# inv_park

`src/rtl/foc_pkg.sv`:
```
// Shared FOC constants, stream field offsets and the Q1.15 round/saturate helper.
// Used by inv_park and intended for reuse by the SVPWM and sin_cos blocks.
package foc_pkg;

    localparam int Q_FRAC  = 15;
    localparam int DATA_W  = 16;
    localparam int ANGLE_W = 17;
    localparam int PROD_W  = DATA_W + ANGLE_W;
    localparam int SUM_W   = PROD_W + 1;

    localparam int SC_W        = 2 * ANGLE_W;
    localparam int SC_COS_LSB  = 0;
    localparam int SC_SIN_LSB  = ANGLE_W;

    localparam int AB_W         = 2 * DATA_W;
    localparam int AB_BETA_LSB  = 0;
    localparam int AB_ALPHA_LSB = DATA_W;

    localparam int VDQ_VQ_LSB = 0;
    localparam int VDQ_VD_LSB = DATA_W;

    typedef enum logic [2:0] {
        ST_IDLE,
        ST_M0,
        ST_M1,
        ST_M2,
        ST_M3,
        ST_SUM,
        ST_OUT
    } inv_park_state_e;

    // Round half up at the Q_FRAC boundary, then clamp symmetrically to +/-limit.
    function automatic logic signed [DATA_W-1:0] round_sat(
        input logic signed [SUM_W-1:0] s,
        input int                      limit
    );
        logic signed [SUM_W-1:0] rnd;
        logic signed [SUM_W-1:0] lim;
        logic signed [SUM_W-1:0] r;
        rnd = SUM_W'(1 << (Q_FRAC - 1));
        lim = SUM_W'(limit);
        r   = (s + rnd) >>> Q_FRAC;
        if (r > lim) begin
            r = lim;
        end else if (r < -lim) begin
            r = -lim;
        end
        return r[DATA_W-1:0];
    endfunction

endpackage

```
`src/rtl/mul_s16x17.sv`:
```
// Registered signed 16x17 multiplier; the product holds while en is low.
module mul_s16x17
    import foc_pkg::*;
(
    input  logic                      clk,
    input  logic                      rst,
    input  logic                      en,
    input  logic signed [DATA_W-1:0]  a,
    input  logic signed [ANGLE_W-1:0] b,
    output logic signed [PROD_W-1:0]  p
);

    logic signed [PROD_W-1:0] p_d;
    logic signed [PROD_W-1:0] p_q;

    always_comb begin
        p_d = p_q;
        if (en) begin
            p_d = PROD_W'(a) * PROD_W'(b);
        end
    end

    always_ff @(posedge clk) begin
        if (rst) begin
            p_q <= '0;
        end else begin
            p_q <= p_d;
        end
    end

    assign p = p_q;

endmodule

```
`src/rtl/inv_park.sv`:
```
// Inverse Park transform (vd,vq,angle) -> (alpha,beta) with one time-shared
// multiplier; fixed 7-cycle schedule IDLE->M0..M3->SUM->OUT.
module inv_park
    import foc_pkg::*;
#(
    parameter int OUT_LIMIT = 32767
) (
    input  logic            clk,
    input  logic            rst,
    input  logic [AB_W-1:0] s_vdq_tdata,
    input  logic            s_vdq_tvalid,
    input  logic [SC_W-1:0] sin_cos_tdata,
    input  logic            sin_cos_tvalid,
    output logic [AB_W-1:0] alpha_beat_tdata,
    output logic            alpha_beat_tvalid,
    output logic            busy,
    output logic            overrun
);

    inv_park_state_e state_q, state_d;

    logic [AB_W-1:0]             vdq_q, vdq_d, vdq_live;
    logic signed [DATA_W-1:0]    op_vd_q, op_vd_d, op_vq_q, op_vq_d;
    logic signed [ANGLE_W-1:0]   op_sin_q, op_sin_d, op_cos_q, op_cos_d;
    logic signed [PROD_W-1:0]    prod0_q, prod0_d, prod1_q, prod1_d, prod2_q, prod2_d;
    logic signed [DATA_W-1:0]    alpha_q, alpha_d, beta_q, beta_d;
    logic [AB_W-1:0]             ab_tdata_q, ab_tdata_d;
    logic                        ab_tvalid_q, ab_tvalid_d;
    logic                        overrun_q, overrun_d;

    logic                        trigger;
    logic                        mul_en;
    logic signed [DATA_W-1:0]    mul_a;
    logic signed [ANGLE_W-1:0]   mul_b;
    logic signed [PROD_W-1:0]    mul_p;
    logic signed [SUM_W-1:0]     alpha_sum, beta_sum;

    assign trigger  = sin_cos_tvalid && (state_q == ST_IDLE);
    assign vdq_live = s_vdq_tvalid ? s_vdq_tdata : vdq_q;

    mul_s16x17 u_mul (
        .clk (clk),
        .rst (rst),
        .en  (mul_en),
        .a   (mul_a),
        .b   (mul_b),
        .p   (mul_p)
    );

    always_ff @(posedge clk) begin
        if (rst) begin
            state_q <= ST_IDLE;
        end else begin
            state_q <= state_d;
        end
    end

    always_comb begin
        state_d = state_q;
        unique case (state_q)
            ST_IDLE: if (trigger) state_d = ST_M0;
            ST_M0:   state_d = ST_M1;
            ST_M1:   state_d = ST_M2;
            ST_M2:   state_d = ST_M3;
            ST_M3:   state_d = ST_SUM;
            ST_SUM:  state_d = ST_OUT;
            ST_OUT:  state_d = ST_IDLE;
            default: state_d = ST_IDLE;
        endcase
    end

    // Operand steering: one product per M-state, result visible one state later.
    always_comb begin
        busy   = (state_q != ST_IDLE);
        mul_en = 1'b0;
        mul_a  = op_vd_q;
        mul_b  = op_cos_q;
        unique case (state_q)
            ST_M0: begin mul_en = 1'b1; mul_a = op_vd_q; mul_b = op_cos_q; end
            ST_M1: begin mul_en = 1'b1; mul_a = op_vq_q; mul_b = op_sin_q; end
            ST_M2: begin mul_en = 1'b1; mul_a = op_vd_q; mul_b = op_sin_q; end
            ST_M3: begin mul_en = 1'b1; mul_a = op_vq_q; mul_b = op_cos_q; end
            default: ;
        endcase
    end

    // In SUM the multiplier still holds vq*cos from M3.
    assign alpha_sum = SUM_W'(prod0_q) - SUM_W'(prod1_q);
    assign beta_sum  = SUM_W'(prod2_q) + SUM_W'(mul_p);

    always_comb begin
        vdq_d       = s_vdq_tvalid ? s_vdq_tdata : vdq_q;
        op_vd_d     = op_vd_q;
        op_vq_d     = op_vq_q;
        op_sin_d    = op_sin_q;
        op_cos_d    = op_cos_q;
        prod0_d     = prod0_q;
        prod1_d     = prod1_q;
        prod2_d     = prod2_q;
        alpha_d     = alpha_q;
        beta_d      = beta_q;
        ab_tdata_d  = ab_tdata_q;
        ab_tvalid_d = (state_q == ST_OUT);
        overrun_d   = overrun_q | (sin_cos_tvalid && busy);
        if (trigger) begin
            op_vd_d  = vdq_live[VDQ_VD_LSB +: DATA_W];
            op_vq_d  = vdq_live[VDQ_VQ_LSB +: DATA_W];
            op_sin_d = sin_cos_tdata[SC_SIN_LSB +: ANGLE_W];
            op_cos_d = sin_cos_tdata[SC_COS_LSB +: ANGLE_W];
        end
        unique case (state_q)
            ST_M1:  prod0_d = mul_p;
            ST_M2:  prod1_d = mul_p;
            ST_M3:  prod2_d = mul_p;
            ST_SUM: begin
                alpha_d = round_sat(alpha_sum, OUT_LIMIT);
                beta_d  = round_sat(beta_sum, OUT_LIMIT);
            end
            ST_OUT: ab_tdata_d = {alpha_q, beta_q};
            default: ;
        endcase
    end

    always_ff @(posedge clk) begin
        if (rst) begin
            vdq_q       <= '0;
            op_vd_q     <= '0;
            op_vq_q     <= '0;
            op_sin_q    <= '0;
            op_cos_q    <= '0;
            prod0_q     <= '0;
            prod1_q     <= '0;
            prod2_q     <= '0;
            alpha_q     <= '0;
            beta_q      <= '0;
            ab_tdata_q  <= '0;
            ab_tvalid_q <= 1'b0;
            overrun_q   <= 1'b0;
        end else begin
            vdq_q       <= vdq_d;
            op_vd_q     <= op_vd_d;
            op_vq_q     <= op_vq_d;
            op_sin_q    <= op_sin_d;
            op_cos_q    <= op_cos_d;
            prod0_q     <= prod0_d;
            prod1_q     <= prod1_d;
            prod2_q     <= prod2_d;
            alpha_q     <= alpha_d;
            beta_q      <= beta_d;
            ab_tdata_q  <= ab_tdata_d;
            ab_tvalid_q <= ab_tvalid_d;
            overrun_q   <= overrun_d;
        end
    end

    assign alpha_beat_tdata  = ab_tdata_q;
    assign alpha_beat_tvalid = ab_tvalid_q;
    assign overrun           = overrun_q;

endmodule
```
`config.mk`:
```
export PLATFORM = sky130hd
export DESIGN_NAME = inv_park
export DESIGN_NICKNAME = d
export VERILOG_FILES = /design/src/rtl/foc_pkg.sv /design/src/rtl/mul_s16x17.sv /design/src/rtl/inv_park.sv
export SDC_FILE = /design/constraint.sdc
export NUM_CORES = 2
export LEC_CHECK = 0
export CAP_MARGIN = 20
export CORE_MARGIN = 8
export CORE_UTILIZATION = 55
export CTS_CLUSTER_SIZE = 20
export DETAILED_ROUTE_END_ITERATION = 16
export GPL_TIMING_DRIVEN = 0
export HOLD_SLACK_MARGIN = 0.02
export PLACE_DENSITY = 0.79
export SETUP_SLACK_MARGIN = 0.15
export SLEW_MARGIN = 30
export SYNTH_ARGS = -nofsm -noshare
export SYNTH_HDL_FRONTEND = slang
export SYNTH_SLANG_ARGS = --single-unit
```
`constraint.sdc`:
```
create_clock -name clk -period 11.2 [get_ports clk]
set_input_delay 1.12 -clock clk [delete_from_list [all_inputs] [get_ports clk]]
set_output_delay 1.12 -clock clk [all_outputs]
set_load 0.02 [all_outputs]
```
# start_light_seq

[config.mk]
export PLATFORM = sky130hd
export DESIGN_NAME = start_light_seq
export DESIGN_NICKNAME = d
export VERILOG_FILES = /design/src/rtl/start_light_seq.sv
export SDC_FILE = /design/constraint.sdc
export NUM_CORES = 1
export LEC_CHECK = 0
export CAP_MARGIN = 20
export CORE_ASPECT_RATIO = 2
export CORE_UTILIZATION = 50
export DETAILED_ROUTE_END_ITERATION = 8
export PLACE_DENSITY_LB_ADDON = 0.12
export SLEW_MARGIN = 20
export SYNTH_ARGS = -nofsm -noshare
export SYNTH_HDL_FRONTEND = slang
export SYNTH_SLANG_ARGS = --single-unit
[constraint.sdc]
create_clock -name i_clk -period 2.67 [get_ports i_clk]
set_input_delay 0.4005 -clock i_clk [delete_from_list [all_inputs] [get_ports i_clk]]
set_output_delay 0.4005 -clock i_clk [all_outputs]
set_load 0.01 [all_outputs]
[src/rtl/start_light_seq.sv]
// Race-start light sequencer: steps N_LIGHTS lights on millisecond ticks, holds, then times the react press.
// Optional feature macro: START_LIGHT_RANDOM_HOLD_EN (LFSR-randomised hold extension).
module start_light_seq #(
    parameter int N_LIGHTS    = 5,
    parameter int STEP_MS     = 1000,
    parameter int HOLD_MIN_MS = 200,
    parameter int HOLD_RAND_W = 10,
    parameter int TIME_W      = 14,
    parameter int MAX_MS      = 9999
) (
    input  logic                i_clk,
    input  logic                i_arst,
    input  logic                i_tick,
    input  logic                i_start,
    input  logic                i_react,
    output logic [N_LIGHTS-1:0] o_lights,
    output logic [TIME_W-1:0]   o_timeMs,
    output logic                o_valid,
    output logic                o_falseStart,
    output logic                o_busy
);

    localparam int HOLD_MAX = HOLD_MIN_MS + (1 << HOLD_RAND_W) - 1;
    localparam int CNT_MAX  = (STEP_MS > HOLD_MAX) ? STEP_MS : HOLD_MAX;
    localparam int CNT_W0   = $clog2(CNT_MAX + 1);
    // The same counter also times the GO phase, so it must cover TIME_W too.
    localparam int CNT_W    = (CNT_W0 > TIME_W) ? CNT_W0 : TIME_W;

    typedef enum logic [2:0] {IDLE, LIGHTS, HOLD, GO, DONE, FAULT} state_t;

    state_t           state;
    logic [CNT_W-1:0] cnt;
    logic [CNT_W-1:0] hold_target;
    logic [CNT_W-1:0] hold_next;

`ifdef START_LIGHT_RANDOM_HOLD_EN
    logic [15:0] lfsr;

    always_ff @(posedge i_clk or posedge i_arst) begin
        if (i_arst) begin
            lfsr <= 16'hACE1;
        end else begin
            lfsr <= {lfsr[14:0], lfsr[15] ^ lfsr[13] ^ lfsr[12] ^ lfsr[10]};
        end
    end

    always_comb begin
        hold_next = CNT_W'(HOLD_MIN_MS) + CNT_W'(lfsr[HOLD_RAND_W-1:0]);
    end
`else
    always_comb begin
        hold_next = CNT_W'(HOLD_MIN_MS);
    end
`endif

    always_comb begin
        o_busy = (state == LIGHTS) || (state == HOLD) || (state == GO);
    end

    always_ff @(posedge i_clk or posedge i_arst) begin
        if (i_arst) begin
            state        <= IDLE;
            cnt          <= '0;
            hold_target  <= '0;
            o_lights     <= '0;
            o_timeMs     <= '0;
            o_valid      <= 1'b0;
            o_falseStart <= 1'b0;
        end else begin
            case (state)
                IDLE, DONE, FAULT: begin
                    if (i_start) begin
                        state        <= LIGHTS;
                        o_lights     <= N_LIGHTS'(1);
                        o_valid      <= 1'b0;
                        o_falseStart <= 1'b0;
                        cnt          <= '0;
                    end
                end
                LIGHTS: begin
                    if (i_react) begin
                        state        <= FAULT;
                        o_falseStart <= 1'b1;
                        o_valid      <= 1'b0;
                    end else if (i_tick) begin
                        if (cnt == CNT_W'(STEP_MS - 1)) begin
                            o_lights <= {o_lights[N_LIGHTS-2:0], 1'b1};
                            cnt      <= '0;
                            // Shifting sets the top light exactly when the one below it is lit now.
                            if (o_lights[N_LIGHTS-2]) begin
                                state       <= HOLD;
                                hold_target <= hold_next;
                            end
                        end else begin
                            cnt <= cnt + 1'b1;
                        end
                    end
                end
                HOLD: begin
                    if (i_react) begin
                        state        <= FAULT;
                        o_falseStart <= 1'b1;
                        o_valid      <= 1'b0;
                    end else if (i_tick) begin
                        if (cnt == hold_target - 1'b1) begin
                            state    <= GO;
                            o_lights <= '0;
                            cnt      <= '0;
                        end else begin
                            cnt <= cnt + 1'b1;
                        end
                    end
                end
                GO: begin
                    if (i_react) begin
                        state    <= DONE;
                        o_timeMs <= cnt[TIME_W-1:0];
                        o_valid  <= 1'b1;
                    end else if (i_tick && (cnt < CNT_W'(MAX_MS))) begin
                        cnt <= cnt + 1'b1;
                    end
                end
                default: state <= IDLE;
            endcase
        end
    end

endmodule
# seg_595_dynamic

## src/rtl/seg_pkg.sv

```systemverilog
// Shared definitions for the multiplexed 7-segment / 74HC595 display driver:
// hex-to-segment table, serialiser state encoding and frame-width helper.
package seg_pkg;

    typedef enum logic [1:0] {
        ST_IDLE,
        ST_LOAD,
        ST_SHIFT,
        ST_LATCH
    } frame_state_t;

    // Lit segments for hex 0..F, bit order gfedcba (bit 0 = segment a), active high.
    localparam logic [6:0] HEX_SEG [16] = '{
        7'h3F, 7'h06, 7'h5B, 7'h4F,
        7'h66, 7'h6D, 7'h7D, 7'h07,
        7'h7F, 7'h6F, 7'h77, 7'h7C,
        7'h39, 7'h5E, 7'h79, 7'h71
    };

    // One select line per digit plus eight segment lines (dp included).
    function automatic int frame_width(input int digits);
        return digits + 8;
    endfunction

endpackage

```

## src/rtl/hc595_shifter.sv

```systemverilog
// Generic N-bit serialiser for a 74HC595 chain: MSB first on ds, clocked by
// shcp, followed by one stcp pulse that moves the frame to the output latches.
module hc595_shifter
    import seg_pkg::*;
#(
    parameter int N         = 14,
    parameter int SHIFT_DIV = 2
) (
    input  logic         clk,
    input  logic         rst_n,
    input  logic         start,
    input  logic [N-1:0] frame,
    output logic         shcp,
    output logic         ds,
    output logic         stcp
);

    localparam int DIV_W = $clog2(2 * SHIFT_DIV);
    localparam int BIT_W = (N > 1) ? $clog2(N) : 1;

    localparam logic [DIV_W-1:0] HALF_END = DIV_W'(SHIFT_DIV - 1);
    localparam logic [DIV_W-1:0] BIT_END  = DIV_W'(2 * SHIFT_DIV - 1);
    localparam logic [BIT_W-1:0] LAST_BIT = BIT_W'(N - 1);

    frame_state_t     state;
    // The MSB goes straight to ds on LOAD, so only the remaining bits are held here.
    logic [N-2:0]     shreg;
    logic [DIV_W-1:0] div_cnt;
    logic [BIT_W-1:0] bit_cnt;

    always_ff @(posedge clk or negedge rst_n) begin
        if (!rst_n) begin
            state   <= ST_IDLE;
            shreg   <= '0;
            div_cnt <= '0;
            bit_cnt <= '0;
            shcp    <= 1'b0;
            ds      <= 1'b0;
            stcp    <= 1'b0;
        end else begin
            case (state)
                ST_IDLE: begin
                    if (start) begin
                        state <= ST_LOAD;
                    end
                end
                ST_LOAD: begin
                    shreg   <= frame[N-2:0];
                    ds      <= frame[N-1];
                    div_cnt <= '0;
                    bit_cnt <= '0;
                    shcp    <= 1'b0;
                    state   <= ST_SHIFT;
                end
                ST_SHIFT: begin
                    if (div_cnt == HALF_END) begin
                        shcp    <= 1'b1;
                        div_cnt <= div_cnt + 1'b1;
                    end else if (div_cnt == BIT_END) begin
                        // Falling shcp edge: ds moves only here, so it is stable across the rise.
                        shcp    <= 1'b0;
                        div_cnt <= '0;
                        ds      <= shreg[N-2];
                        shreg   <= shreg << 1;
                        if (bit_cnt == LAST_BIT) begin
                            stcp  <= 1'b1;
                            state <= ST_LATCH;
                        end else begin
                            bit_cnt <= bit_cnt + 1'b1;
                        end
                    end else begin
                        div_cnt <= div_cnt + 1'b1;
                    end
                end
                ST_LATCH: begin
                    if (div_cnt == HALF_END) begin
                        stcp    <= 1'b0;
                        div_cnt <= '0;
                        state   <= ST_IDLE;
                    end else begin
                        div_cnt <= div_cnt + 1'b1;
                    end
                end
                default: state <= ST_IDLE;
            endcase
        end
    end

endmodule

```

## src/rtl/seg_595_dynamic.sv

```systemverilog
// Multiplexed multi-digit hex display: scans one digit per SCAN_CYC cycles and
// ships each select/segment frame to a 74HC595 chain through hc595_shifter.
module seg_595_dynamic
    import seg_pkg::*;
#(
    parameter int DIGITS          = 6,
    parameter int SCAN_CYC        = 50000,
    parameter int SHIFT_DIV       = 2,
    parameter int SEG_ACTIVE_LOW  = 1,
    parameter int SEL_ACTIVE_HIGH = 1
) (
    input  logic                  sys_clk,
    input  logic                  sys_rst_n,
    input  logic [4*DIGITS-1:0]   data,
    input  logic [DIGITS-1:0]     point,
    input  logic [DIGITS-1:0]     blank,
    input  logic                  en,
    output logic                  stcp,
    output logic                  shcp,
    output logic                  ds,
    output logic                  oe
);

    localparam int N       = frame_width(DIGITS);
    localparam int TIMER_W = (SCAN_CYC > 1) ? $clog2(SCAN_CYC) : 1;
    localparam int IDX_W   = (DIGITS > 1) ? $clog2(DIGITS) : 1;

    localparam logic [TIMER_W-1:0] TIMER_LAST = TIMER_W'(SCAN_CYC - 1);
    localparam logic [IDX_W-1:0]   IDX_LAST   = IDX_W'(DIGITS - 1);

    logic [TIMER_W-1:0] scan_timer;
    logic [IDX_W-1:0]   digit_idx;
    logic [3:0]         nibble [DIGITS];
    logic [DIGITS-1:0]  sel_on;
    logic [DIGITS-1:0]  sel;
    logic [7:0]         seg_on;
    logic [7:0]         seg;
    logic [N-1:0]       frame;
    logic               start;

    always_ff @(posedge sys_clk or negedge sys_rst_n) begin
        if (!sys_rst_n) begin
            scan_timer <= '0;
            digit_idx  <= '0;
        end else if (scan_timer == TIMER_LAST) begin
            scan_timer <= '0;
            digit_idx  <= (digit_idx == IDX_LAST) ? '0 : digit_idx + 1'b1;
        end else begin
            scan_timer <= scan_timer + 1'b1;
        end
    end

    // Output enable follows en with one register stage; scanning never pauses.
    always_ff @(posedge sys_clk or negedge sys_rst_n) begin
        if (!sys_rst_n) begin
            oe <= 1'b1;
        end else begin
            oe <= ~en;
        end
    end

    generate
        for (genvar gi = 0; gi < DIGITS; gi++) begin : g_digit
            assign nibble[gi] = data[4*gi +: 4];
            assign sel_on[gi] = (digit_idx == IDX_W'(gi));
        end
    endgenerate

    always_comb begin
        seg_on = {point[digit_idx], HEX_SEG[nibble[digit_idx]]};
        if (blank[digit_idx]) begin
            seg_on = 8'h00;
        end
        seg = (SEG_ACTIVE_LOW != 0) ? ~seg_on : seg_on;
        sel = (SEL_ACTIVE_HIGH != 0) ? sel_on : ~sel_on;
    end

    assign frame = {sel, seg};
    assign start = (scan_timer == '0);

    hc595_shifter #(
        .N         (N),
        .SHIFT_DIV (SHIFT_DIV)
    ) u_shifter (
        .clk   (sys_clk),
        .rst_n (sys_rst_n),
        .start (start),
        .frame (frame),
        .shcp  (shcp),
        .ds    (ds),
        .stcp  (stcp)
    );

endmodule

```

## config.mk

```make
export PLATFORM = sky130hd
export DESIGN_NAME = seg_595_dynamic
export DESIGN_NICKNAME = d
export VERILOG_FILES = /design/src/rtl/seg_pkg.sv /design/src/rtl/hc595_shifter.sv /design/src/rtl/seg_595_dynamic.sv
export SDC_FILE = /design/constraint.sdc
export NUM_CORES = 1
export LEC_CHECK = 0
export ABC_CLOCK_PERIOD_IN_PS = 4900
export CAP_MARGIN = 10
export CORE_UTILIZATION = 59
export CTS_CLUSTER_SIZE = 12
export DETAILED_ROUTE_END_ITERATION = 10
export GPL_TIMING_DRIVEN = 0
export PLACE_DENSITY = 0.84
export SYNTH_ARGS = -nofsm -noshare
export SYNTH_HDL_FRONTEND = slang
export SYNTH_SLANG_ARGS = --single-unit
```

## constraint.sdc

```tcl
create_clock -name sys_clk -period 4.9 [get_ports sys_clk]
set_clock_uncertainty 0.2 [all_clocks]
set_input_delay 0.98 -clock sys_clk [delete_from_list [all_inputs] [get_ports sys_clk]]
set_output_delay 0.98 -clock sys_clk [all_outputs]
set_load 0.005 [all_outputs]
```

start_light_seq, selected gate families:
(6 px per µm)
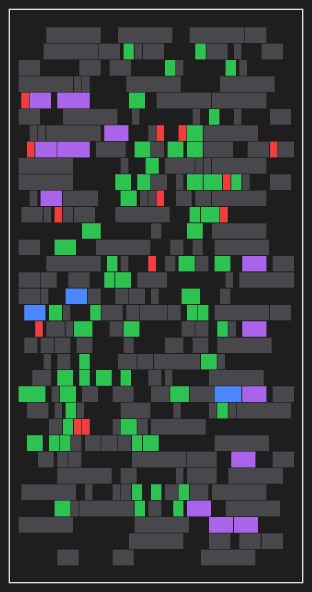
aoi and oai cells -> green  # cells 59, most used o21ai_0
mux cells -> purple  # cells 13, most used mux2_2, where spread over the die
fa/ha/maj cells -> blue  # cells 3, most used maj3_1
inv cells -> red  # cells 13, most used inv_1
non-filler cells, final: 312
most numerous logic cell after layout: dfrtp_1

start_light_seq, congestion heat map:
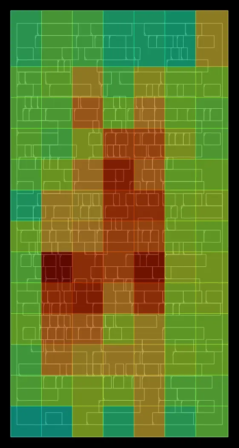
grt met2 use: 41.7%
post-layout util: 63.2%
gr usage total: 23.1%
met3 Use GR: 3.03%
met1 usage: 23.9%

==> results.sh, start_light_seq <==
# yosys + openroad results
export IMPL_avgSynthCellArea_um2=9.34
export IMPL_hold_start="o_timeMs[7]$_DFFE_PP0P_"
export IMPL_topCombFamilyByArea="simple AND/OR/NAND/NOR gates"
export IMPL_grt_pass1_wl_um=8030
export IMPL_edf_count=0
export IMPL_drive_gt1_share_pct=13.8
export IMPL_crit_buf_inv=1
export IMPL_worstPathRequired_ns=2.88
export IMPL_cts_buffers=5
export IMPL_mux_area_share_pct=6.90
export IMPL_post_route_min_period_ns=2.42
export IMPL_hold_violations=0
export IMPL_crit_path_end_kind="register"
export IMPL_run_status="completed"
export IMPL_setup_ws_ns=0.253
export IMPL_critPathKind="register to register"
export IMPL_syn_to_final_growth_pct=19.8
export IMPL_synth_seq_area_share_pct=44.8
export IMPL_routed_wl_met2_um=2670
export IMPL_r2r_cells=7
export IMPL_netlist_instances=233
[start_light_seq: cells in the mapped netlist (all sizes together), types with 2 or more instances]
master,instances,area [µm²]
nand3,6,30.0
buf,9,42.5
maj3,2,20.0
o22ai,2,12.5
and2,2,12.5
mux2,10,120
mux2i,3,30.0
inv,13,48.8
nand2,26,97.6
o211ai,8,60.1
nand2b,4,25.0
or4,3,26.3
o21ai,20,100
a22o,2,17.5
o221ai,3,26.3
dfrtp,39,976
nor2,16,60.1
o31ai,6,50.1
a21oi,8,43.8
or3,5,31.3
a22oi,4,30.0
nand4,4,25.0
or3b,2,17.5
nor4,4,46.3
nor3,7,51.3
clkbuf,7,27.5
a211oi,3,22.5
[start_light_seq: final cells by class]
type                       instances  area (µm²)
fill                             376        1520
clock inverter                     1        7.51
inverter                          13        48.8
tap                               52        65.1
multi-input combinational        165        1090
clock buffer                       7        96.3
timing repair buffer              35         328
sequential                        39         976
[start_light_seq: power by group]
| part | switching (mW) | internal [mW] | total (mW) |
|---|---|---|---|
| Sequential | 0.263 | 0.798 | 1.06 |
| Clock | 0.201 | 0.235 | 0.435 |
| Combinational | 0.713 | 0.646 | 1.36 |
| Total | 1.18 | 1.68 | 2.86 |
inv_park, layout detail:
Region (94, 140) to (134, 180) µm. Cells in gray, sequential cells in the stronger gray; small squares are vias.
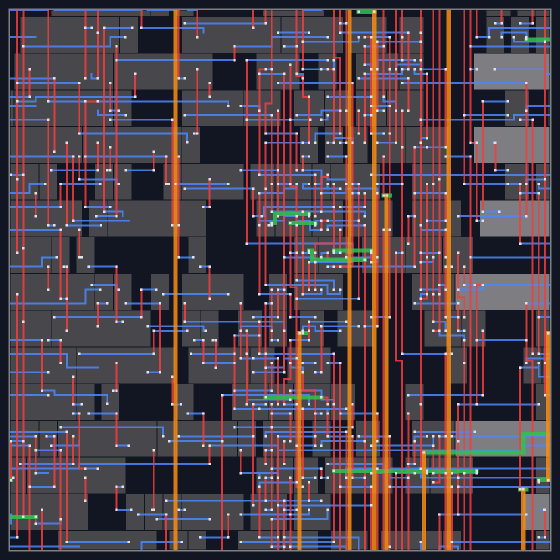
M4 -> orange
M2 -> red
M1 -> blue
M3 -> green
cells with their middle in the window = 134
sequential cells in the window = 5
most frequent = inv_1 (27), fa_1 (18), nand2_1 (11)
netlist names of flops here include = prod1_q (2), u_mul.p (2)

inv_park, congestion heat map:
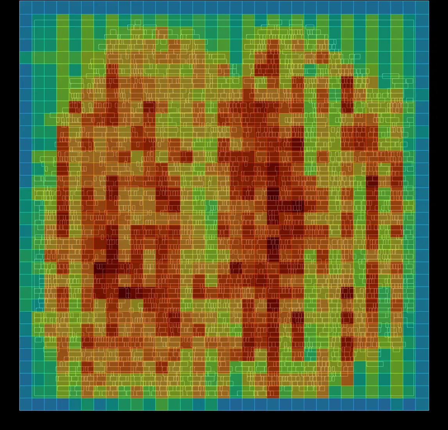
drt wl/cell: 18.8 µm
gr usage total: 26.1%
GR peak layer: met2

==> results.sh, inv_park <==
# yosys + openroad results
export IMPL_run_status="completed"
export IMPL_power_clock_mw=1.06
export IMPL_worstReg2RegEnd="u_mul.p[31]$_SDFFE_PP0P_"
export IMPL_die_y_um=228
export IMPL_slowest_stage="mux2i_1"
export IMPL_slew_headroom_pct=27.2
export IMPL_cts_buffer_depth=3
export IMPL_final_seq_area_mm2=0.00599
export IMPL_fill_cells=3779
export IMPL_yosysTopAreaCell="dfxtp_1"
export IMPL_synthDistinctLibCells=69
export IMPL_clkCellAreaFrac_pct=3.78
export IMPL_drcViolationCount=0
export IMPL_clkLatencyLatePin_ns=0.60
export IMPL_rows=77
export IMPL_slew_viol_final=0
export IMPL_signal_buffers=227
export IMPL_dp_hpwl_um=57400
export IMPL_clkbuf_count=43
export IMPL_globalplace_congestion=0.999
export IMPL_start_kind="register"
export IMPL_cp_arrival_ns=10.75
export IMPL_syn_to_final_growth_pct=11.5
export IMPL_top_area_share_pct=24.2
export IMPL_power_switching_mw=1.43
export IMPL_setup_viol_count_final=0
export IMPL_switching_share_pct=38.3
export IMPL_grt_pass1_vias=21600
export IMPL_fp_coreArea_mm2=0.0443
inv_park: logic make-up after synthesis:
group | synth area share [%]
simple gates | 16.6
compound gates | 13.2
fa+ha+maj | 32.9
buf+inv | 7.20
flops | 24.2
mux | 4.06
xor+xnor | 1.98
inv_park: through the flow:
stage,cell area (µm²),setup WS (ns),power (mW)
final,27600,0.892,3.73
after global routing,27600,0.552,3.95
after CTS,27600,0.887,3.73
after detailed placement,26600,0.927,2.67
after global placement,26500,1.29,2.62
after floorplan,24800,3.02,2.24
inv_park: per-layer routing:
metal  share of wire, %  routed length (µm)  up-vias  track usage [%]
li1                   -                   -     9843                -
met1                 40               27600     9926             30.8
met2                 48               32900      714             45.5
met3                5.6                3860      218             3.39
met4                6.6                4580        0             15.1
met5                  0                   0        -                0
inv_park: cells in the final DEF (no fill, tap or decap), drive strengths merged, types with 9 or more instances in the layout:
cell and instances:
nor3 23, o22ai 9, a21oi 268, mux2i 68, clkbuf 160, a21o 34, nor2 272, o31ai 9
o21ai 68, nand4 13, fa 276, inv 353, xnor2 37, o21a 15, xor2 19, nand3 21
or3 12, or2 10, clkdlybuf4s50 102, mux2 29, nand2b 20, and3 12, dfxtp 299, and2 18
nand2 538, ha 210, a211oi 59
seg_595_dynamic, the metal 2 layer:
(4 px per µm) Cells faint in the background.
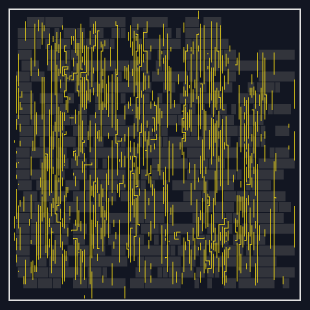
main direction = vertical
wire length on this layer = 3000 µm

seg_595_dynamic, register map, names as in the netlist:
(6 px per µm) Other sequential cells in the stronger gray, the rest of the logic in the fainter gray.
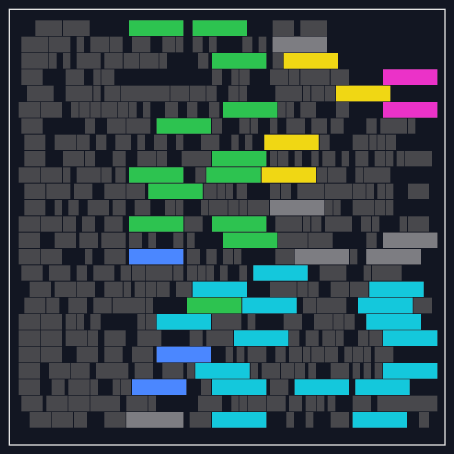
u_shifter.div_cnt -> magenta  # sequential cells 2
u_shifter.shreg -> green  # sequential cells 13
u_shifter.bit_cnt -> yellow  # sequential cells 4
digit_idx -> blue  # sequential cells 3
scan_timer -> cyan  # sequential cells 16
flop share of the area: 31.1%
P_seq: 367 µW
Flop area: 0.00110 mm²
post-layout util: 74.6%

==> results.sh, seg_595_dynamic <==
# yosys + openroad results
export IMPL_tool_warnings=39
export IMPL_run_status="completed"
export IMPL_critPathKind="input port to register"
export IMPL_largestRegisters="scan_timer x16, u_shifter.shreg x13, u_shifter.bit_cnt x4"
export IMPL_drtAntennaViolNets=0
export IMPL_worst_path_stages=10
export IMPL_ys_ff=44
export IMPL_setup_tns_final_ns=0
export IMPL_hold_violations=0
export IMPL_p_int_uw=525
export IMPL_slowest_delay_ns=0.46
export IMPL_layout_cells_non_filler=441
export IMPL_crit_top_cell="inv_1"
export IMPL_slew_headroom_pct=57.8
export IMPL_lay_top_cells="dfrtp_1, clkdlybuf4s50_1, nand2_1"
seg_595_dynamic: area by class of cell:
cell class                 instances  area share [%]
multi-input combinational        246            46.7
sequential                        44            31.1
timing repair buffer              43            12.5
buffer                            15            2.68
tap                               67            2.36
clock buffer                       6            2.33
inverter                          18            1.90
clock inverter                     2           0.423
seg_595_dynamic: cell usage after synthesis (3+ instances only):
cell,count,share of area [%]
nand2b_1,3,0.64
and3_1,5,1.1
nor4_1,4,0.86
clkbuf_1,5,0.64
o221ai_1,3,0.90
xnor2_1,6,1.8
nor2b_1,7,1.5
nor2_1,21,2.7
dfrtp_1,43,37
o21ai_0,20,3.4
a211oi_1,3,0.77
a21oi_1,24,4.1
o2bb2ai_1,3,0.90
mux2i_1,13,4.5
ha_1,19,8.1
nand3_1,10,1.7
a311oi_1,4,1.2
nor3_1,5,0.86
xor2_1,8,2.4
buf_6,3,1.2
inv_1,18,2.3
and4_1,4,1.2
a31oi_1,3,0.64
nand4_1,3,0.64
buf_2,4,0.68
nand2_1,39,5.0
mux2_2,3,1.2

# frame_pack_tx

frame_pack_tx, layout detail:
Region (25, 43) to (65, 83) µm. Cells in gray, sequential cells in the stronger gray; small squares are vias.
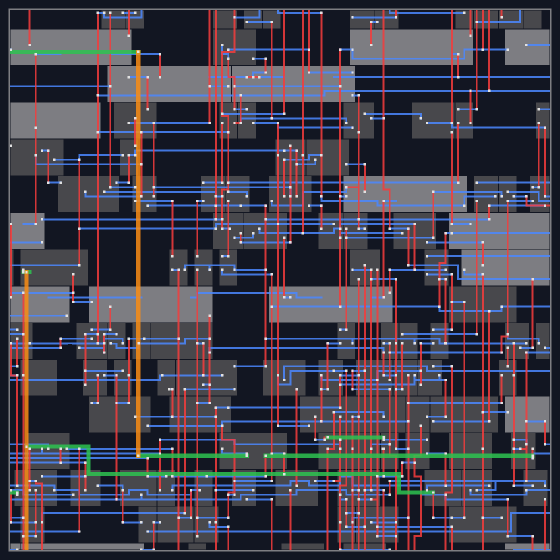

`config.mk`:
```
export PLATFORM = sky130hd
export DESIGN_NAME = frame_pack_tx
export DESIGN_NICKNAME = d
export VERILOG_FILES = /design/src/rtl/frame_pkg.sv /design/src/rtl/frame_pack_tx.sv
export SDC_FILE = /design/constraint.sdc
export NUM_CORES = 1
export LEC_CHECK = 0
export ABC_AREA = 0
export CAP_MARGIN = 20
export CORE_MARGIN = 1.5
export CORE_UTILIZATION = 35
export DETAILED_ROUTE_END_ITERATION = 16
export DONT_BUFFER_PORTS = 1
export PLACE_DENSITY = 0.48
export SYNTH_ARGS = -nofsm -noshare
export SYNTH_HDL_FRONTEND = slang
export SYNTH_SLANG_ARGS = --single-unit
```
`constraint.sdc`:
```
create_clock -name clk_in -period 2.7 [get_ports clk_in]
set_input_delay 0.81 -clock clk_in [delete_from_list [all_inputs] [get_ports clk_in]]
set_output_delay 0.81 -clock clk_in [all_outputs]
set_load 0.02 [all_outputs]
```
`src/rtl/frame_pkg.sv`:
```
// Shared definitions for the frame transmit packer and the receive-side deframer.
package frame_pkg;

  // Packer sequencing states.
  typedef enum logic [2:0] {
    S_IDLE,
    S_WAIT_DATA,
    S_HDR,
    S_PAYLOAD,
    S_GAP
  } frame_state_e;

  // Header layout: sync high byte, sync low byte, length, sequence number.
  localparam int          HDR_BYTES         = 4;
  localparam logic [15:0] SYNC_WORD_DEFAULT = 16'hEB90;
  // The CRC appender needs at least this many idle cycles between frames.
  localparam int          GAP_MIN           = 3;

  // Header byte selected by its position within the header.
  function automatic logic [7:0] hdr_byte(input logic [1:0]  idx,
                                          input logic [15:0] sync,
                                          input logic [7:0]  len,
                                          input logic [7:0]  seq);
    logic [7:0] b;
    case (idx)
      2'd0:    b = sync[15:8];
      2'd1:    b = sync[7:0];
      2'd2:    b = len;
      default: b = seq;
    endcase
    return b;
  endfunction

endpackage

```
`src/rtl/frame_pack_tx.sv`:
```
// Transmit frame packer: emits sync, length, sequence and payload bytes from
// a FWFT FIFO as one gap-free byte stream, then holds an idle gap for the
// downstream CRC appender.
module frame_pack_tx
  import frame_pkg::*;
#(
  parameter logic [15:0] SYNC_WORD  = SYNC_WORD_DEFAULT,
  parameter int          GAP_CYCLES = GAP_MIN   // must be >= GAP_MIN
) (
  input  logic       clk_in,
  input  logic       rst,
  input  logic       i_start,
  input  logic [7:0] i_len,
  input  logic [7:0] i_pl_data,
  input  logic [8:0] i_pl_count,
  output logic       o_pl_rd,
  output logic [7:0] o_data,
  output logic       o_valid,
  output logic       o_busy,
  output logic       o_done,
  output logic       o_len_err,
  output logic [7:0] o_seq
);

  localparam int GAP_W = $clog2(GAP_CYCLES + 1);
  localparam logic [GAP_W-1:0] GAP_LAST = GAP_W'(GAP_CYCLES - 1);
  localparam logic [1:0]       HDR_LAST = 2'(HDR_BYTES - 1);

  frame_state_e     state_q;
  logic [7:0]       len_q;
  logic [1:0]       idx_q;
  logic [7:0]       cnt_q;
  logic [GAP_W-1:0] gap_q;
  logic [7:0]       data_q;
  logic             valid_q;
  logic             busy_q;
  logic             done_q;
  logic             len_err_q;
  logic [7:0]       seq_q;
  logic [7:0]       hdr_byte_d;

  // Header byte to be registered onto o_data in the current HDR cycle.
  always_comb begin
    hdr_byte_d = hdr_byte(idx_q, SYNC_WORD, len_q, seq_q);
  end

  // Read strobe is decoded, not registered, so the FIFO advances on the same
  // edge that captures its head byte into o_data.
  assign o_pl_rd = (state_q == S_PAYLOAD) && (cnt_q < len_q);

  // Frame sequencer with registered outputs.
  always_ff @(posedge clk_in or posedge rst) begin
    if (rst) begin
      state_q   <= S_IDLE;
      len_q     <= '0;
      idx_q     <= '0;
      cnt_q     <= '0;
      gap_q     <= '0;
      data_q    <= '0;
      valid_q   <= 1'b0;
      busy_q    <= 1'b0;
      done_q    <= 1'b0;
      len_err_q <= 1'b0;
      seq_q     <= '0;
    end else begin
      // NOTE: sequential state uses <= so every register in this block sees
      // pre-edge values; the single-cycle pulses default low here and are
      // raised only in the branch that owns them.
      valid_q   <= 1'b0;
      done_q    <= 1'b0;
      len_err_q <= 1'b0;

      case (state_q)
        S_IDLE: begin
          if (i_start) begin
            if (i_len == 8'd0) begin
              len_err_q <= 1'b1;
            end else begin
              len_q   <= i_len;
              busy_q  <= 1'b1;
              state_q <= S_WAIT_DATA;
            end
          end
        end

        // Hold off until the whole payload is buffered so the frame can
        // never stall once the sync bytes have gone out.
        S_WAIT_DATA: begin
          if (i_pl_count >= {1'b0, len_q}) begin
            idx_q   <= '0;
            state_q <= S_HDR;
          end
        end

        S_HDR: begin
          data_q  <= hdr_byte_d;
          valid_q <= 1'b1;
          idx_q   <= idx_q + 2'd1;
          if (idx_q == HDR_LAST) begin
            cnt_q   <= '0;
            state_q <= S_PAYLOAD;
          end
        end

        S_PAYLOAD: begin
          data_q  <= i_pl_data;
          valid_q <= 1'b1;
          cnt_q   <= cnt_q + 8'd1;
          if (cnt_q == len_q - 8'd1) begin
            seq_q   <= seq_q + 8'd1;
            gap_q   <= '0;
            state_q <= S_GAP;
          end
        end

        // Idle gap; the final gap cycle is also the first IDLE cycle.
        S_GAP: begin
          gap_q <= gap_q + GAP_W'(1);
          if (gap_q == GAP_LAST) begin
            done_q  <= 1'b1;
            busy_q  <= 1'b0;
            state_q <= S_IDLE;
          end
        end

        default: state_q <= S_IDLE;
      endcase
    end
  end

  assign o_data    = data_q;
  assign o_valid   = valid_q;
  assign o_busy    = busy_q;
  assign o_done    = done_q;
  assign o_len_err = len_err_q;
  assign o_seq     = seq_q;

endmodule

```
# timer_ctrl_flat

$ cat config.mk
export PLATFORM = sky130hd
export DESIGN_NAME = timer_ctrl_flat
export DESIGN_NICKNAME = d
export VERILOG_FILES = /design/src/rtl/timer_ctrl_if.sv /design/src/rtl/timer_ctrl.sv /design/src/flat_wrapper.sv
export SDC_FILE = /design/constraint.sdc
export NUM_CORES = 1
export LEC_CHECK = 0
export ABC_CLOCK_PERIOD_IN_PS = 5100
export CAP_MARGIN = 10
export CORE_UTILIZATION = 59
export DETAILED_ROUTE_END_ITERATION = 7
export HOLD_SLACK_MARGIN = 0.12
export PLACE_DENSITY = 0.84
export SYNTH_ARGS = -nofsm -noshare
export SYNTH_HDL_FRONTEND = slang
export SYNTH_SLANG_ARGS = --single-unit
$ cat constraint.sdc
create_clock -name CLK -period 5.1 [get_ports CLK]
set_input_delay 0.765 -clock CLK [delete_from_list [all_inputs] [get_ports CLK]]
set_output_delay 0.765 -clock CLK [all_outputs]
set_load 0.01 [all_outputs]
$ cat src/rtl/timer_ctrl_if.sv
// timer_ctrl_if: front-panel buttons, timer value and timer control lines of timer_ctrl.
// The slave side is the control stage; the master side is the panel/timer around it.
interface timer_ctrl_if;
  logic       btn_start;
  logic       btn_set;
  logic       btn_clr;
  logic [7:0] seconds;
  logic [7:0] mins;
  logic [7:0] hrs;
  logic       en;
  logic       enc_sec;
  logic       rst_counters;
  logic       alarm;
  logic [1:0] state;

  modport master (
    output btn_start, btn_set, btn_clr, seconds, mins, hrs,
    input  en, enc_sec, rst_counters, alarm, state
  );

  modport slave (
    input  btn_start, btn_set, btn_clr, seconds, mins, hrs,
    output en, enc_sec, rst_counters, alarm, state
  );
endinterface

$ cat src/rtl/timer_ctrl.sv
// timer_ctrl: debounces the start/set/clear buttons and runs the IDLE/RUN/ALARM control FSM
// for the count-down timer (1 cycle = 1 ms).
// Optional feature macro: TIMER_CTRL_BLINK_EN -- alarm blinks at 2 Hz while in ALARM;
// when undefined alarm is steady high for the whole of ALARM.
module timer_ctrl #(
  parameter int unsigned DEBOUNCE_MS     = 20,
  parameter int unsigned REPEAT_DELAY_MS = 500,
  parameter int unsigned REPEAT_RATE_MS  = 100,
  parameter int unsigned ALARM_MS        = 5000
) (
  input logic         CLK,
  input logic         rst_n,
  timer_ctrl_if.slave bus
);
  localparam int unsigned DbW  = (DEBOUNCE_MS > 1) ? $clog2(DEBOUNCE_MS) : 1;
  localparam int unsigned RepW = (REPEAT_DELAY_MS > 1) ? $clog2(REPEAT_DELAY_MS) : 1;
  localparam int unsigned AlmW = ($clog2(ALARM_MS) > 13) ? $clog2(ALARM_MS) : 13;

  localparam logic [DbW-1:0]  DbLast    = DbW'(DEBOUNCE_MS - 1);
  localparam logic [RepW-1:0] RepLast   = RepW'(REPEAT_DELAY_MS - 1);
  localparam logic [RepW-1:0] RepReload = RepW'(REPEAT_DELAY_MS - REPEAT_RATE_MS);
  localparam logic [AlmW-1:0] AlmLast   = AlmW'(ALARM_MS - 1);

`ifdef TIMER_CTRL_BLINK_EN
  localparam int unsigned     BlinkMs   = 250;
  localparam int unsigned     BlinkW    = $clog2(BlinkMs);
  localparam logic [BlinkW-1:0] BlinkLast = BlinkW'(BlinkMs - 1);
  logic [BlinkW-1:0] blink_cnt_q;
`endif

  typedef enum logic [1:0] {
    StIdle  = 2'b00,
    StRun   = 2'b01,
    StAlarm = 2'b10
  } state_e;

  // Button index: 0 = clr, 1 = start, 2 = set (also the priority order).
  logic [2:0]          raw;
  logic [2:0]          sync1_q, sync2_q;
  logic [2:0]          deb_q, deb_d;
  logic [2:0]          press_q;
  logic [2:0][DbW-1:0] db_cnt_q, db_cnt_d;

  state_e              state_q;
  logic                en_q, enc_sec_q, rst_cnt_q, alarm_q;
  logic [AlmW-1:0]     alm_cnt_q;
  logic                rep_act_q;
  logic [RepW-1:0]     rep_cnt_q;
  logic                tzero;
  logic                rep_tick;

  assign raw   = {bus.btn_set, bus.btn_start, bus.btn_clr};
  assign tzero = (bus.seconds == 8'd0) && (bus.mins == 8'd0) && (bus.hrs == 8'd0);

  // Auto-repeat fires only while armed by an IDLE set press and the button is still held.
  assign rep_tick = (state_q == StIdle) && rep_act_q && deb_q[2] && (rep_cnt_q == RepLast);

  // Two-flop synchronizers for the asynchronous raw buttons.
  always_ff @(posedge CLK or negedge rst_n) begin
    if (!rst_n) begin
      sync1_q <= '0;
      sync2_q <= '0;
    end else begin
      sync1_q <= raw;
      sync2_q <= sync1_q;
    end
  end

  // Debounce next-state: adopt the synchronized level after DEBOUNCE_MS differing cycles.
  always_comb begin
    deb_d    = deb_q;
    db_cnt_d = '0;
    for (int i = 0; i < 3; i++) begin
      if (sync2_q[i] != deb_q[i]) begin
        if (db_cnt_q[i] == DbLast) begin
          deb_d[i] = sync2_q[i];
        end else begin
          db_cnt_d[i] = db_cnt_q[i] + 1'b1;
        end
      end
    end
  end

  // Debounced levels, counters and the single-cycle press strobe on each 0->1 edge.
  always_ff @(posedge CLK or negedge rst_n) begin
    if (!rst_n) begin
      deb_q    <= '0;
      db_cnt_q <= '0;
      press_q  <= '0;
    end else begin
      deb_q    <= deb_d;
      db_cnt_q <= db_cnt_d;
      press_q  <= deb_d & ~deb_q;
    end
  end

  // Control FSM with registered outputs; presses resolved clr > start > set.
  always_ff @(posedge CLK or negedge rst_n) begin
    if (!rst_n) begin
      state_q     <= StIdle;
      en_q        <= 1'b0;
      enc_sec_q   <= 1'b0;
      rst_cnt_q   <= 1'b0;
      alarm_q     <= 1'b0;
      alm_cnt_q   <= '0;
      rep_act_q   <= 1'b0;
      rep_cnt_q   <= '0;
`ifdef TIMER_CTRL_BLINK_EN
      blink_cnt_q <= '0;
`endif
    end else begin
      enc_sec_q <= 1'b0;
      rst_cnt_q <= 1'b0;
      unique case (state_q)
        StIdle: begin
          if (!deb_q[2]) begin
            rep_act_q <= 1'b0;
            rep_cnt_q <= '0;
          end else if (rep_act_q) begin
            rep_cnt_q <= rep_tick ? RepReload : rep_cnt_q + 1'b1;
          end
          if (press_q[0]) begin
            rst_cnt_q <= 1'b1;
          end else if (press_q[1]) begin
            // start with a zero timer is swallowed, and still outranks set
            if (!tzero) begin
              state_q   <= StRun;
              en_q      <= 1'b1;
              rep_act_q <= 1'b0;
              rep_cnt_q <= '0;
            end
          end else if (press_q[2]) begin
            enc_sec_q <= 1'b1;
            rep_act_q <= 1'b1;
            rep_cnt_q <= '0;
          end else if (rep_tick) begin
            enc_sec_q <= 1'b1;
          end
        end
        StRun: begin
          rep_act_q <= 1'b0;
          rep_cnt_q <= '0;
          if (press_q[0]) begin
            rst_cnt_q <= 1'b1;
            state_q   <= StIdle;
            en_q      <= 1'b0;
          end else if (press_q[1]) begin
            state_q <= StIdle;
            en_q    <= 1'b0;
          end else if (tzero) begin
            state_q     <= StAlarm;
            en_q        <= 1'b0;
            alarm_q     <= 1'b1;
            alm_cnt_q   <= '0;
`ifdef TIMER_CTRL_BLINK_EN
            blink_cnt_q <= '0;
`endif
          end
        end
        StAlarm: begin
          rep_act_q <= 1'b0;
          rep_cnt_q <= '0;
          // any press only acknowledges; it produces no pulse
          if ((|press_q) || (alm_cnt_q == AlmLast)) begin
            state_q     <= StIdle;
            alarm_q     <= 1'b0;
            alm_cnt_q   <= '0;
`ifdef TIMER_CTRL_BLINK_EN
            blink_cnt_q <= '0;
`endif
          end else begin
            alm_cnt_q <= alm_cnt_q + 1'b1;
`ifdef TIMER_CTRL_BLINK_EN
            if (blink_cnt_q == BlinkLast) begin
              blink_cnt_q <= '0;
              alarm_q     <= ~alarm_q;
            end else begin
              blink_cnt_q <= blink_cnt_q + 1'b1;
            end
`endif
          end
        end
        default: begin
          state_q <= StIdle;
          en_q    <= 1'b0;
          alarm_q <= 1'b0;
        end
      endcase
    end
  end

  assign bus.en           = en_q;
  assign bus.enc_sec      = enc_sec_q;
  assign bus.rst_counters = rst_cnt_q;
  assign bus.alarm        = alarm_q;
  assign bus.state        = state_q;

endmodule
$ cat src/flat_wrapper.sv
// flat-port wrapper written by rule: the top's interface ports become plain ports
module timer_ctrl_flat 
#(
  parameter int unsigned DEBOUNCE_MS     = 20,
  parameter int unsigned REPEAT_DELAY_MS = 500,
  parameter int unsigned REPEAT_RATE_MS  = 100,
  parameter int unsigned ALARM_MS        = 5000
)
  (CLK, rst_n, bus_btn_start, bus_btn_set, bus_btn_clr, bus_seconds, bus_mins, bus_hrs, bus_en, bus_enc_sec, bus_rst_counters, bus_alarm, bus_state);
  timer_ctrl_if bus_i ();
  input logic CLK;
  input logic rst_n;
  input wire logic [$bits(bus_i.btn_start)-1:0] bus_btn_start;
  input wire logic [$bits(bus_i.btn_set)-1:0] bus_btn_set;
  input wire logic [$bits(bus_i.btn_clr)-1:0] bus_btn_clr;
  input wire logic [$bits(bus_i.seconds)-1:0] bus_seconds;
  input wire logic [$bits(bus_i.mins)-1:0] bus_mins;
  input wire logic [$bits(bus_i.hrs)-1:0] bus_hrs;
  output wire logic [$bits(bus_i.en)-1:0] bus_en;
  output wire logic [$bits(bus_i.enc_sec)-1:0] bus_enc_sec;
  output wire logic [$bits(bus_i.rst_counters)-1:0] bus_rst_counters;
  output wire logic [$bits(bus_i.alarm)-1:0] bus_alarm;
  output wire logic [$bits(bus_i.state)-1:0] bus_state;
  assign bus_i.btn_start = bus_btn_start;
  assign bus_i.btn_set = bus_btn_set;
  assign bus_i.btn_clr = bus_btn_clr;
  assign bus_i.seconds = bus_seconds;
  assign bus_i.mins = bus_mins;
  assign bus_i.hrs = bus_hrs;
  assign bus_en = bus_i.en;
  assign bus_enc_sec = bus_i.enc_sec;
  assign bus_rst_counters = bus_i.rst_counters;
  assign bus_alarm = bus_i.alarm;
  assign bus_state = bus_i.state;
  timer_ctrl #(.DEBOUNCE_MS(DEBOUNCE_MS), .REPEAT_DELAY_MS(REPEAT_DELAY_MS), .REPEAT_RATE_MS(REPEAT_RATE_MS), .ALARM_MS(ALARM_MS)) u_core (.CLK(CLK), .rst_n(rst_n), .bus(bus_i));
endmodule
frame_pack_tx, congestion heat map:
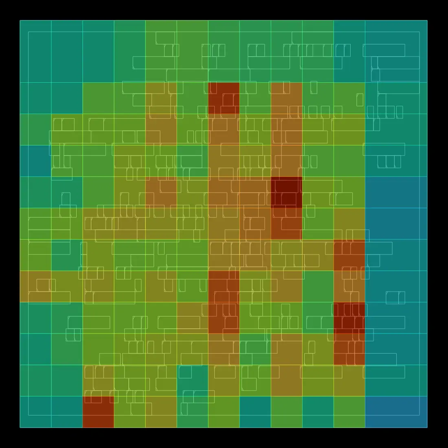
grt met2 use: 24.8%
post-layout util: 40.3%
GR peak layer: met2

## Picture notes: 'layout detail' of frame_pack_tx
M3 -> green
M1 -> blue
M2 -> red
M4 -> orange
netlist names of flops here include = o_seq (7), o_data (2)
cells with their middle in the window = 105
most frequent = a21oi_1 (20), nor2_1 (19), dfrtp_1 (10)
sequential cells in the window = 10

==> results.sh, frame_pack_tx <==
# yosys + openroad results
export IMPL_grt_overflow=0
export IMPL_r2r_cells=11
export IMPL_synthFlopType="dfrtp_1"
export IMPL_rrSetupSlack_ns=0.27
export IMPL_common_cells="dfrtp_1, a21oi_1, nor2_1"
export IMPL_start_kind="register"
export IMPL_crit_buf_inv=2
export IMPL_grtUsageTotal_pct=16.8
export IMPL_antenna_cells=0
export IMPL_rsz0062_at_grt="true"
export IMPL_rows=31
export IMPL_crit_path_end="o_pl_rd"
export IMPL_crit_path_start="len_q[1]$_DFFE_PP0P_"
export IMPL_dominant_cells="combinational gates"
export IMPL_layout_cells_non_filler=403
export IMPL_grt_max_degree=44
export IMPL_dpl_cell_area_mm2=0.00276
export IMPL_via_per_inst=5.18
export IMPL_tool_warnings=30
export IMPL_portBuffers=0
export IMPL_hold_class="register to register"
export IMPL_r2r_start="len_q[1]$_DFFE_PP0P_"
export IMPL_die_area_mm2=0.00802
export IMPL_sequentialPowerShare_pct=35.3
export IMPL_wl_per_cell_um=15.9
export IMPL_cap_violations=0
export IMPL_vias=2087
export IMPL_drive_gt1_share_pct=10.5
export IMPL_grt_pass1_vias=1961
export IMPL_io_pin_count=49
export IMPL_ys_warnings_count=0
export IMPL_run_status="completed"
export IMPL_cts_tree="yes"
export IMPL_hold_start="gap_q[0]$_DFFE_PP0P_"
export IMPL_final_seq_area_mm2=0.00108
export IMPL_ys_cells=296
export IMPL_worstPathRequired_ns=1.89
export IMPL_yosysTopAreaCell="dfrtp_1"
export IMPL_clkLatencyLatePin_ns=0.30
export IMPL_floorplan_nets=348
export IMPL_nWellTaps=99
export IMPL_synthArstFlopShare_pct=100
export IMPL_clkbuf_count=6
export IMPL_fin_skew_ns=0.00856
export IMPL_post_place_ws_ns=0.100
export IMPL_drcViolationCount=0
frame_pack_tx: timing repair:
action | CTS | global route
gates resized | 4 | 6
setup endpoints to repair | 1 | 2
setup buffers | 2 | 1
hold buffers | 0 | 0
pin swaps | 2 | 6
hold endpoints to repair | 0 | 0
frame_pack_tx: layer usage:
layer	GRT usage, %	wire (µm)
met1	24.6	3220
met2	24.8	2870
met3	3.60	257
met4	4.34	57
met5	0	0
frame_pack_tx: state kept, by name (all words and copies together) (netlist names):
name,count
o_data,8
cnt_q,8
idx_q,2
state_q,3
o_done,1
o_seq,8
gap_q,2
o_valid,1
len_q,8
o_len_err,1
o_busy,1
frame_pack_tx: cells by family (layout without fill, tap and decap cells):
group | Yosys count | in the layout | share of synthesized area [%]
simple gates | 100 | 100 | 18.1
compound gates | 76 | 76 | 17.1
flops | 43 | 43 | 41.0
buf+inv | 30 | 38 | 4.34
fa+ha+maj | 24 | 24 | 11.5
xor+xnor | 19 | 19 | 6.35
mux | 4 | 4 | 1.62
timer_ctrl_flat, the metal 2 layer:
(4 px per µm) Cells faint in the background.
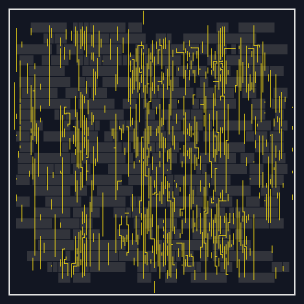
main direction = vertical
nets with wire on the layer = 287
longest straight run = 29.2 µm

==> results.sh, timer_ctrl_flat <==
# yosys + openroad results
export IMPL_run_status="completed"
export IMPL_postCtsSetupRepairBufs=0
export IMPL_drtIter0Drc=197
export IMPL_fp_coreArea_mm2=0.00447
export IMPL_fill_cells=345
export IMPL_nFlopsAndLatches=56
export IMPL_fin_util_pct=73.2
export IMPL_nWellTaps=52
export IMPL_crit_path_end_kind="register"
export IMPL_most_common_cell="dfrtp_1"
export IMPL_worst_path_stages=6
export IMPL_tool_warnings=30
export IMPL_gr_usage_met1_pct=33.6
export IMPL_clkCellAreaFrac_pct=2.79
export IMPL_yosys_area_mm2=0.00281
export IMPL_worst_slew_pin_slew_ns=0.740
export IMPL_portBuffers=34
export IMPL_buf_share_pct=10.5
export IMPL_rrSetupSlack_ns=2.59
export IMPL_setup_viol_count_final=0
export IMPL_routed_wl_met2_um=2430
export IMPL_crit_path_end="u_core.rep_cnt_q[1]$_DFFE_PN0P_"
export IMPL_cts_buffers=5
export IMPL_grt_max_degree=57
export IMPL_path_clk_slew_ns=0.10
export IMPL_worstPathRequired_ns=5.35
## timer_ctrl_flat: state kept, by name (all words and copies together) (netlist names)
signal	count
u_core.rep_cnt_q	9
u_core.sync1_q	3
u_core.sync2_q	3
u_core.alm_cnt_q	13
u_core.rep_act_q	1
u_core.bus.en	1
u_core.deb_q	3
u_core.bus.alarm	1
u_core.db_cnt_q	15
u_core.bus.enc_sec	1
u_core.bus.state	2
u_core.press_q	3
u_core.bus.rst_counters	1
## timer_ctrl_flat: cell usage in the layout (no fill, tap or decap), drive strengths merged, types with 3 or more instances in the layout
| cell type | count |
|---|---|
| clkbuf | 5 |
| inv | 8 |
| xnor2 | 3 |
| clkdlybuf4s50 | 33 |
| and3 | 7 |
| nor3 | 4 |
| nand3 | 16 |
| nor4 | 9 |
| nand4 | 6 |
| o21ai | 14 |
| a31oi | 3 |
| mux2 | 4 |
| nor3b | 6 |
| dfrtp | 56 |
| a22o | 10 |
| nand2 | 22 |
| ha | 10 |
| a21o | 5 |
| xor2 | 9 |
| a21oi | 4 |
| nor2b | 3 |
| nor2 | 32 |
## timer_ctrl_flat: report_power, final
part           internal, mW  switching [mW]
Sequential            0.457          0.0132
Clock                0.0986           0.145
Combinational        0.0769           0.102


==> screenshots <==
Selected gate families.
picture 1
(2 px per µm)
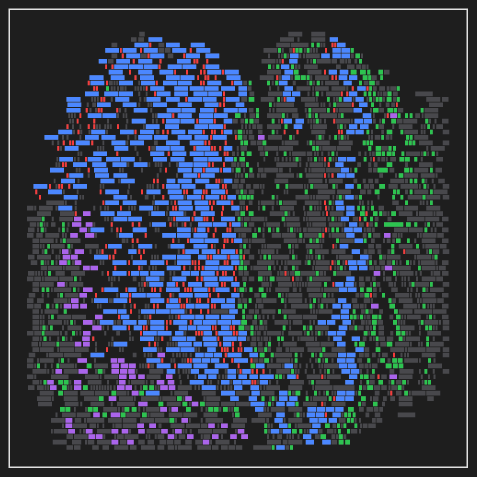
picture 2
(6 px per µm)
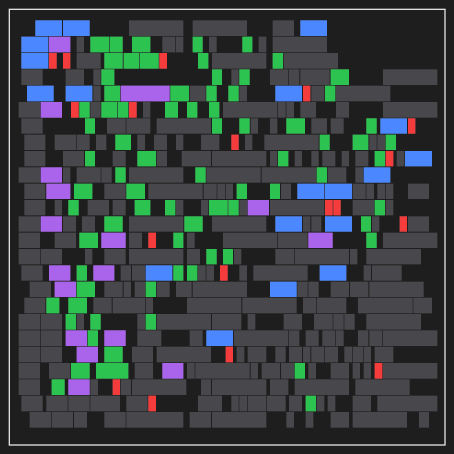
picture 3
(6 px per µm)
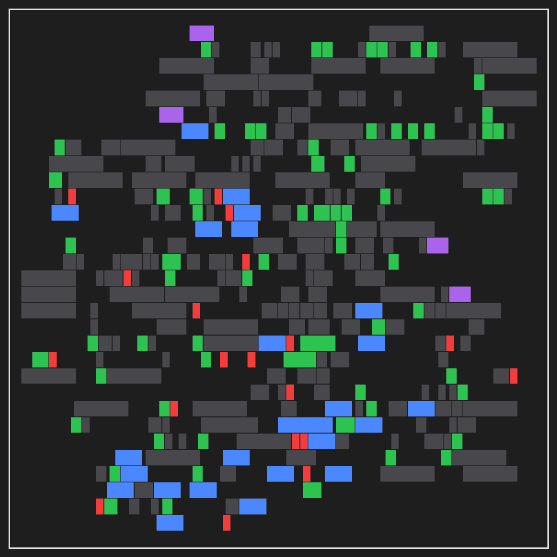
picture 4
(6 px per µm)
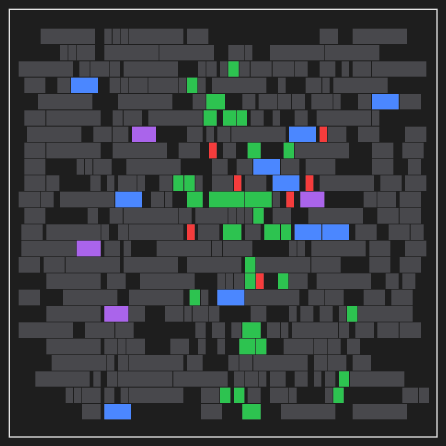
| from | picture |
|---|---|
| inv_park | picture 1 |
| frame_pack_tx | picture 3 |
| seg_595_dynamic | picture 2 |
| timer_ctrl_flat | picture 4 |
- largest die: picture 1
- most cells: picture 1

Power figures rest on the tool's default switching activity, not on a simulated workload.
